==================== reg_file_2r1w
reg_file_2r1w/power_grid.png
The bar under the picture is 20 um long. Pins as bars on the die edge. Tap cells in grey.
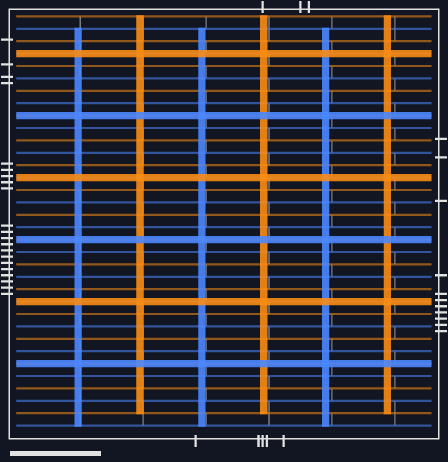
reg_file_2r1w/placement_by_type.png
The bar under the picture is 20 um long.
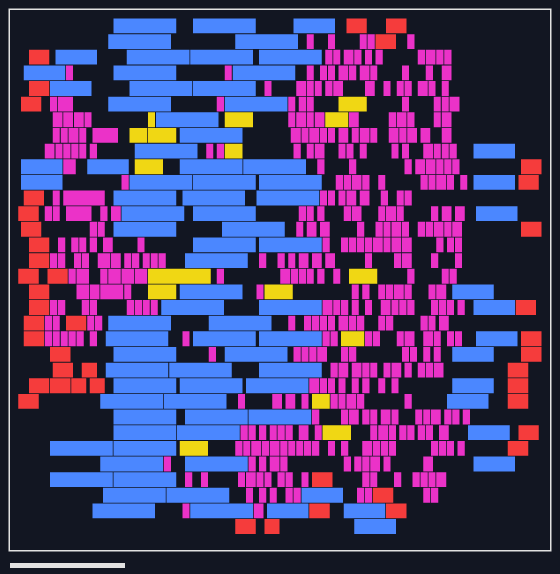
reg_file_2r1w/clk_routes.png
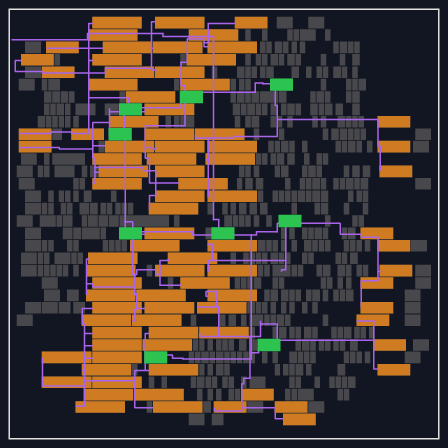
**config.mk**
```make
export PLATFORM = sky130hd
export DESIGN_NAME = reg_file_2r1w
export DESIGN_NICKNAME = d
export VERILOG_FILES = /design/src/rtl/reg_file_2r1w.sv
export SDC_FILE = /design/constraint.sdc
export NUM_CORES = 1
export LEC_CHECK = 0
export ABC_AREA = 1
export CORE_UTILIZATION = 50
export CTS_CLUSTER_DIAMETER = 30
export DETAILED_ROUTE_END_ITERATION = 12
export GPL_ROUTABILITY_DRIVEN = 0
export PLACE_DENSITY = 0.69
export SLEW_MARGIN = 20
export SYNTH_ARGS = -nofsm -noshare
export SYNTH_HDL_FRONTEND = slang
export SYNTH_SLANG_ARGS = --single-unit
export TNS_END_PERCENT = 30
```
**constraint.sdc**
```tcl
create_clock -name clk -period 4.2 [get_ports clk]
set_clock_uncertainty 0.05 [all_clocks]
set_input_delay 0.84 -clock clk [delete_from_list [all_inputs] [get_ports clk]]
set_output_delay 0.84 -clock clk [all_outputs]
set_load 0.05 [all_outputs]
```
**src/rtl/reg_file_2r1w.sv**
```systemverilog
// reg_file_2r1w: parametrised register file with two registered read ports,
// one byte-enabled write port and a built-in clear engine that fills every
// entry with CLR_VALUE after reset and on request, one entry per cycle.
//
// Optional feature: define RF_WR_BYPASS_EN for write-first behaviour on a
// same-cycle read/write to the same address. When the macro is undefined the
// array is read-first and the new word appears on the following read.
module reg_file_2r1w #(
  parameter int                    ADDR_WIDTH = 3,
  parameter int                    DATA_WIDTH = 8,
  parameter logic [DATA_WIDTH-1:0] CLR_VALUE  = '0
) (
  input  logic                    clk,
  input  logic                    reset_n,
  input  logic                    w_en,
  input  logic [ADDR_WIDTH-1:0]   w_addr,
  input  logic [DATA_WIDTH-1:0]   w_data,
  input  logic [DATA_WIDTH/8-1:0] w_be,
  input  logic [ADDR_WIDTH-1:0]   r_addr_a,
  input  logic [ADDR_WIDTH-1:0]   r_addr_b,
  output logic [DATA_WIDTH-1:0]   r_data_a,
  output logic [DATA_WIDTH-1:0]   r_data_b,
  input  logic                    clr,
  output logic                    busy,
  output logic                    w_drop
);

  localparam int DEPTH = 1 << ADDR_WIDTH;
  localparam int NB    = DATA_WIDTH / 8;

  typedef enum logic {
    CLEAR = 1'b0,
    IDLE  = 1'b1
  } state_t;

  state_t                  state;
  logic [ADDR_WIDTH-1:0]   clr_ptr;
  logic [DATA_WIDTH-1:0]   mem [DEPTH];

  logic                    write_ok;
  logic [DATA_WIDTH-1:0]   wr_word;
  logic [DATA_WIDTH-1:0]   rd_word_a;
  logic [DATA_WIDTH-1:0]   rd_word_b;

  // Build the merged write word (enabled bytes from w_data, the rest from the
  // current entry) and pick the word each read port will capture.
  always_comb begin
    write_ok = (state == IDLE) && w_en;
    wr_word  = mem[w_addr];
    for (int i = 0; i < NB; i++) begin
      if (w_be[i]) begin
        wr_word[8*i +: 8] = w_data[8*i +: 8];
      end
    end
    rd_word_a = mem[r_addr_a];
    rd_word_b = mem[r_addr_b];
`ifdef RF_WR_BYPASS_EN
    if (write_ok && (w_addr == r_addr_a)) begin
      rd_word_a = wr_word;
    end
    if (write_ok && (w_addr == r_addr_b)) begin
      rd_word_b = wr_word;
    end
`endif
  end

  // Clear-engine FSM together with the registered read data, busy and w_drop.
  always_ff @(posedge clk) begin
    if (!reset_n) begin
      state    <= CLEAR;
      clr_ptr  <= '0;
      busy     <= 1'b1;
      w_drop   <= 1'b0;
      r_data_a <= '0;
      r_data_b <= '0;
    end else begin
      case (state)
        CLEAR: begin
          r_data_a <= CLR_VALUE;
          r_data_b <= CLR_VALUE;
          w_drop   <= w_en;
          clr_ptr  <= clr_ptr + 1'b1;
          if (clr_ptr == ADDR_WIDTH'(DEPTH - 1)) begin
            state <= IDLE;
            busy  <= 1'b0;
          end
        end
        IDLE: begin
          r_data_a <= rd_word_a;
          r_data_b <= rd_word_b;
          w_drop   <= 1'b0;
          if (clr) begin
            state   <= CLEAR;
            clr_ptr <= '0;
            busy    <= 1'b1;
          end
        end
        default: begin
          state   <= CLEAR;
          clr_ptr <= '0;
          busy    <= 1'b1;
        end
      endcase
    end
  end

  // Storage update: the clear engine owns the array while clearing, otherwise
  // accepted writes land; contents are never reset directly.
  always_ff @(posedge clk) begin
    if (reset_n) begin
      if (state == CLEAR) begin
        mem[clr_ptr] <= CLR_VALUE;
      end else if (write_ok) begin
        mem[w_addr] <= wr_word;
      end
    end
  end

endmodule

```
==> results.txt <==
The implementation run finished. The run finished with clean final reports. approximately 40 I/O pins were placed. According to the finish report, the design has a final net count of 578. The routed design shows a wire length per standard cell of roughly 15 um. The worst setup path is of the primary input to flop kind. Setup repair after global routing left no endpoint under its margin.

For this block, the routed nets add up to 10.23 mm of wire. Flip-flop and latch count after synthesis landed at 86. Per the synthesis report, the number of distinct cell types is 19. Async set-reset flop share out of synthesis landed at 0.

In this design, the stage delay of the slowest critical-path cell is 560 ps. Transition time at the pin with the least slew margin landed at 1059 ps. Before any placement, the netlist area is recorded as 4222 um^2.

In this run the remaining antenna-violating nets after routing total 0. Area of the die landed at between 8000 and 9000 um^2. Dividing the detail-routed via count by the number of cells gives 5.208. Setup TNS after final layout landed at 0 ps. STA classifies the critical path endpoint as a flop.

TritonCTS built the clock tree. Quantity of hold-fixing buffers added after cts landed at 0. The cell-mix breakdown from Yosys lists the simple-gate area share as 0.3151. Count of buffers from port buffering landed at 39. Clock slew seen by the registers of the worst setup and hold paths landed at 90 ps. Area share of xor/xnor cells in the synthesized design landed at 0.
About reg_file_2r1w/power_grid.png:
colour	net
blue	VSS
orange	VDD
met1 rails	34
rows	33
signal pins	40
width of the die: 93.89 um
area of the core: 8175 um^2
chip height: 93.89 um
Peak VDD IR: 0.2546 mV

About reg_file_2r1w/placement_by_type.png:
colour	class	cells	share of their area
magenta	combinational and other logic	414	37%
yellow	clock drivers and dummy loads	16	4.4%
red	remaining buffers and delay cells	43	8.9%
blue	sequential cells	86	50%
number of standard-cell rows in the floorplan: 33
final core utilization: 0.5931
share of cell area taken by flip-flops and latches: 0.4872
cell area after layout: 4848 um^2

About reg_file_2r1w/clk_routes.png:
[orange] flip-flops | count: 86
[green] clock drivers | count: 9
[purple] clock wires | length: 958 um
routed clock nets	10
power dissipated in the clock network: 0.602 mW
Latency at later pin: 350 ps
Clock Power Share: 0.352

[sequential cells by signal, summed over array words and instances, names as in the netlist]
signal,cells
mem,64
r_data_a,8
r_data_b,8
clr_ptr,3
busy,1
state,1
w_drop,1
[final cells by class]
class / count / area, um^2 / share of cell area
flip-flops and latches: 86 / 2362 / 0.4872
multi-input cells: 328 / 1403 / 0.2893
repair buffers: 43 / 420.4 / 0.08671
inverters: 86 / 325.3 / 0.06710
well taps: 105 / 131.4 / 0.02710
clock buffers: 10 / 127.6 / 0.02632
clock inverters: 6 / 78.83 / 0.01626
[routing by layer]
metal,wire [um],up-vias,track usage
li1,-,1686,-
met5,0,-,0
met2,4428,214,0.3558
met4,301,0,0.1051
met3,885,26,0.05583
met1,4614,1532,0.3649
[metrics by stage]
stage	std cells	cell area (um^2)	hold WS, ps	util
floorplan	526	4222	424.5	-
global placement	648	4642	421.5	0.5678
detailed placement	648	4642	420.2	0.5678
CTS	664	4848	447.3	0.5931
global route	664	4848	485.3	0.5931
finish	664	4848	443.5	0.5931
[worst max-delay path, delay by kind of cell]
kind	cells	cell delay (ps)
simple gates	5	1100
buf+inv	2	640

==================== intc_csr
==> config.mk <==
export PLATFORM = sky130hd
export DESIGN_NAME = intc_csr
export DESIGN_NICKNAME = d
export VERILOG_FILES = /design/src/rtl/intc_csr_pkg.sv /design/src/rtl/intc_sync.sv /design/src/rtl/intc_csr.sv
export SDC_FILE = /design/constraint.sdc
export NUM_CORES = 1
export LEC_CHECK = 0
export ABC_AREA = 0
export CORE_MARGIN = 2
export CORE_UTILIZATION = 44
export DETAILED_ROUTE_END_ITERATION = 10
export HOLD_SLACK_MARGIN = 0.08
export PLACE_DENSITY_LB_ADDON = 0.25
export SLEW_MARGIN = 10
export SYNTH_ARGS = -nofsm -noshare
export SYNTH_HDL_FRONTEND = slang
export SYNTH_SLANG_ARGS = --single-unit
==> constraint.sdc <==
create_clock -name clk -period 3.1 [get_ports clk]
set_input_delay 0.62 -clock clk [delete_from_list [all_inputs] [get_ports clk]]
set_output_delay 0.62 -clock clk [all_outputs]
set_load 0.01 [all_outputs]
==> src/rtl/intc_csr_pkg.sv <==
// Shared constants for the I2C-attached interrupt controller CSR block.
package intc_csr_pkg;

  localparam int CSR_AW = 5;

  typedef enum logic [1:0] {
    OFS_IE    = 2'd0,
    OFS_IP    = 2'd1,
    OFS_IPOL  = 2'd2,
    OFS_ITYPE = 2'd3
  } reg_ofs_e;

  function automatic logic [7:0] irq_mask(input int n);
    return 8'((1 << n) - 1);
  endfunction

endpackage

==> src/rtl/intc_sync.sv <==
// Width-parameterized two-flop synchronizer for asynchronous interrupt inputs.
module intc_sync #(
  parameter int WIDTH = 8
) (
  input  logic             clk,
  input  logic             rst,
  input  logic [WIDTH-1:0] d,
  output logic [WIDTH-1:0] q
);

  logic [WIDTH-1:0] meta;

  always_ff @(posedge clk or posedge rst) begin
    if (rst) begin
      meta <= '0;
      q    <= '0;
    end else begin
      meta <= d;
      q    <= meta;
    end
  end

endmodule

==> src/rtl/intc_csr.sv <==
// Interrupt controller CSR block: IE / IP / IPOL / ITYPE at BASE..BASE+3.
// Edge-triggered sources and the ITYPE register exist only when INTC_EDGE_EN is defined.
module intc_csr
  import intc_csr_pkg::*;
#(
  parameter logic [CSR_AW-1:0] BASE    = 5'h1c,
  parameter int                NUM_IRQ = 8
) (
  input  logic               clk,
  input  logic               rst,
  input  logic [CSR_AW-1:0]  csr_a,
  input  logic               csr_we,
  input  logic [7:0]         csr_do,
  output logic [7:0]         csr_di,
  input  logic [NUM_IRQ-1:0] irq_in,
  output logic               irq_out
);

  localparam logic [7:0] MASK = irq_mask(NUM_IRQ);

  logic [NUM_IRQ-1:0] sync;
  logic [7:0]         ie, ip, ipol, itype;
  logic [7:0]         act, wdata, ip_nxt, rdata;
  logic               in_blk, wr;
  reg_ofs_e           ofs;

  intc_sync #(.WIDTH(NUM_IRQ)) u_sync (
    .clk (clk),
    .rst (rst),
    .d   (irq_in),
    .q   (sync)
  );

  assign in_blk = (csr_a[CSR_AW-1:2] == BASE[CSR_AW-1:2]);
  assign ofs    = reg_ofs_e'(csr_a[1:0]);
  assign wr     = csr_we & in_blk;
  assign wdata  = csr_do & MASK;
  assign act    = 8'(sync) ^ ipol;

`ifdef INTC_EDGE_EN
  logic [7:0] hist, rise, w1c, ipol_nxt;

  assign ipol_nxt = (wr && ofs == OFS_IPOL) ? wdata : ipol;
  assign w1c      = (wr && ofs == OFS_IP) ? wdata : 8'h00;
  assign rise     = act & ~hist & itype;
  // A new edge outranks a clear arriving in the same cycle.
  assign ip_nxt   = (act & ~itype) | rise | (itype & ip & ~w1c);

  // History follows the polarity that will be in force next cycle, so a
  // polarity flip never looks like a source transition.
  always_ff @(posedge clk or posedge rst) begin
    if (rst) begin
      hist  <= 8'h00;
      itype <= 8'h00;
    end else begin
      hist <= 8'(sync) ^ ipol_nxt;
      if (wr && ofs == OFS_ITYPE) itype <= wdata;
    end
  end
`else
  assign itype  = 8'h00;
  assign ip_nxt = act;
`endif

  always_comb begin
    case (ofs)
      OFS_IE:   rdata = ie;
      OFS_IP:   rdata = ip;
      OFS_IPOL: rdata = ipol;
      default:  rdata = itype;
    endcase
  end

  always_ff @(posedge clk or posedge rst) begin
    if (rst) begin
      ie      <= 8'h00;
      ipol    <= 8'h00;
      ip      <= 8'h00;
      csr_di  <= 8'h00;
      irq_out <= 1'b0;
    end else begin
      if (wr && ofs == OFS_IE)   ie   <= wdata;
      if (wr && ofs == OFS_IPOL) ipol <= wdata;
      ip      <= ip_nxt & MASK;
      csr_di  <= in_blk ? rdata : 8'h00;
      irq_out <= |(ip & ie);
    end
  end

endmodule

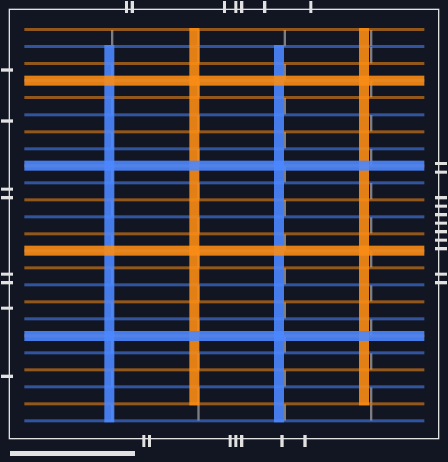
intc_csr/power_grid.png
The bar under the picture is 20 um long. Pins as bars on the die edge. Tap cells in grey.
colour	net
blue	VSS
orange	VDD
tap cells	50
met5 straps	4
met4 straps	4
met1 rails	24
Peak VDD IR: 0.3403 mV
chip height: 68.41 um
area of the core: 4000 um^2
width of the die: 68.41 um

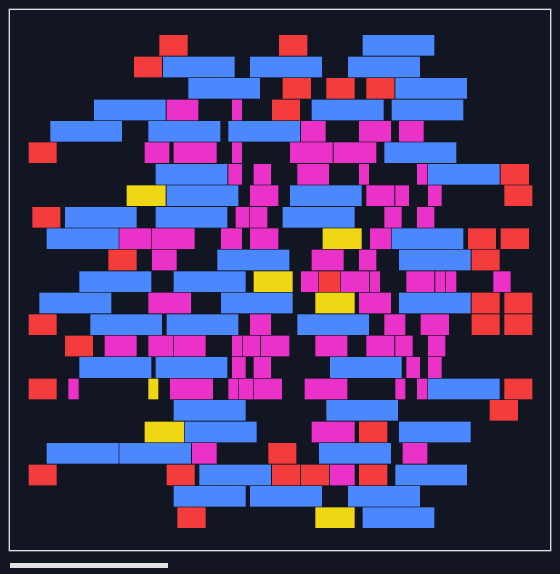
intc_csr/placement_by_type.png
The bar under the picture is 20 um long.
colour	class	cells	share of their area
yellow	clock drivers and dummy loads	7	3.9%
magenta	combinational and other logic	69	26%
blue	sequential cells	49	56%
red	remaining buffers and delay cells	33	15%
cell area after layout: 2268 um^2
share of cell area taken by flip-flops and latches: 0.5405

-- sequential cells by signal, summed over array words and instances (netlist names) --
name         cells
csr_di           8
ie               8
ip               8
ipol             8
u_sync.meta      8
u_sync.q         8
irq_out          1
-- layer usage --
metal / share of wire / global-route usage
met2: 0.50 / 0.2404
met5: 0 / 0
met3: 0.043 / 0.03454
met1: 0.44 / 0.1766
met4: 0.017 / 0.06750
-- per-stage QoR --
stage          instances  total power [mW]  area, um^2  utilization  worst slack, ps
2_1_floorplan        122            0.8977        1826            -             1307
3_3_place_gp         201            0.9692        2182       0.5455            769.3
3_5_place_dp         201            0.9801        2182       0.5455            725.1
4_1_cts              208             1.343        2268       0.5671             1034
5_1_grt              208             1.395        2268       0.5671            910.7
6_report             208             1.326        2268       0.5671             1028
-- kinds of logic (layout without fill, tap and decap cells) --
family	after synthesis	count (layout)	share of synthesized area
muxes	24	24	0.1590
xor gates and xnor gates	8	8	0.03838
DFF	49	49	0.6717
buffers and inverters	5	41	0.02056
AOI/OAI and AO/OA	12	12	0.03838
and+or+nand+nor	24	24	0.07197
-- worst max-delay path, stage by stage --
cell	delay, ps
clkdlybuf4s50_1	710
nor2b_1	270
and3_4	330
mux2_4	320
==> results.txt <==
The implementation run finished. The flow ran to the end, and the final reports show no timing, DRC or antenna violations. Number of tap cells added at floorplan landed at 50. Clock network power landed at 0.362 mW. The synthesized netlist contains 19 unique library cells.

The tightest hold path in the finished design has a slack of 348.5 ps. Reported max-cap violation count landed at 0. Number of nets produced by synthesis landed at 146.

The Yosys step of the flow raised 0 warnings. The final route contains 1025 vias. Among all cell classes, the greatest summed area belongs to sequential cells. Flop count landed at between 40 and 50.

Summed over all layers, the global routing overflow is 0. Of the total power, the share spent switching nets is 0.2337. TritonCTS built the clock tree. Portion of the layout cell area used by clock cells landed at 0.03806.

Synthesized area divided by synthesized cell count landed at 14.96 um^2. Clock slew seen by the registers of the worst setup and hold paths landed at ~80 ps. Per the gpl log, the routability congestion estimate is 0.7531.

Upper clock frequency limit landed at 0.4826 GHz. Sequential cell area landed at 1226 um^2. For the sequential group, total power comes out at 0.783 mW. Of the cells placed in the final design, the portion with a size suffix greater than 1 is 0.1139.

The report lists the number of cells resized after CTS as 0. Number of global-route vias before repair landed at 1054. The iteration count recorded for the first detailed-route pass is 4. The root buffer cell chosen for the clock tree is clkbuf_8. Shortest clock period the worst path allows after layout landed at slightly above 2000 ps. In this run the critical register-to-register path is launched from ie[1]$_DFFE_PP0P_. Number of remaining DRC errors landed at 0.


## Gallery

Wiring by layer.
The bar under the picture is 20 um long. Two of the layers only.
(a)
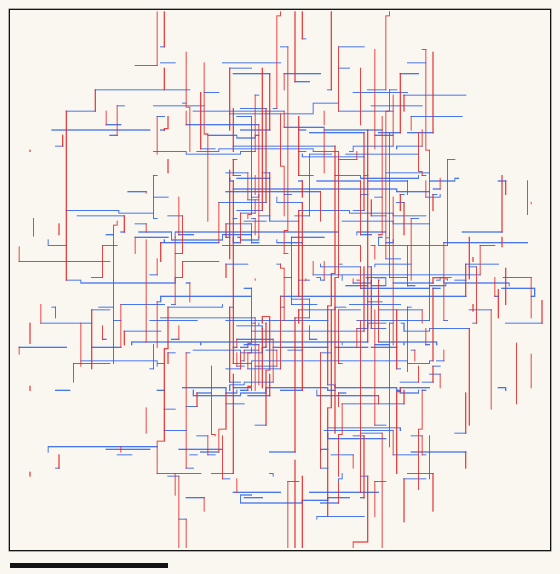
(b)
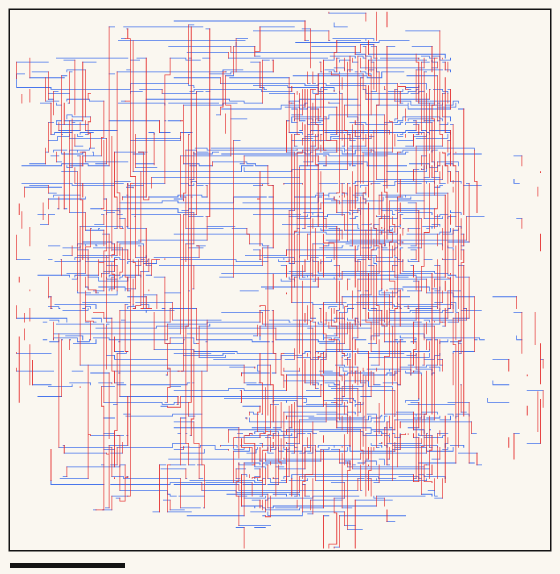
(b) comes from reg_file_2r1w.
(a) comes from intc_csr.
Of these, most wire: (b)
Of these, largest die: (b)

Power figures rest on the tool's default switching activity, not on a simulated workload.
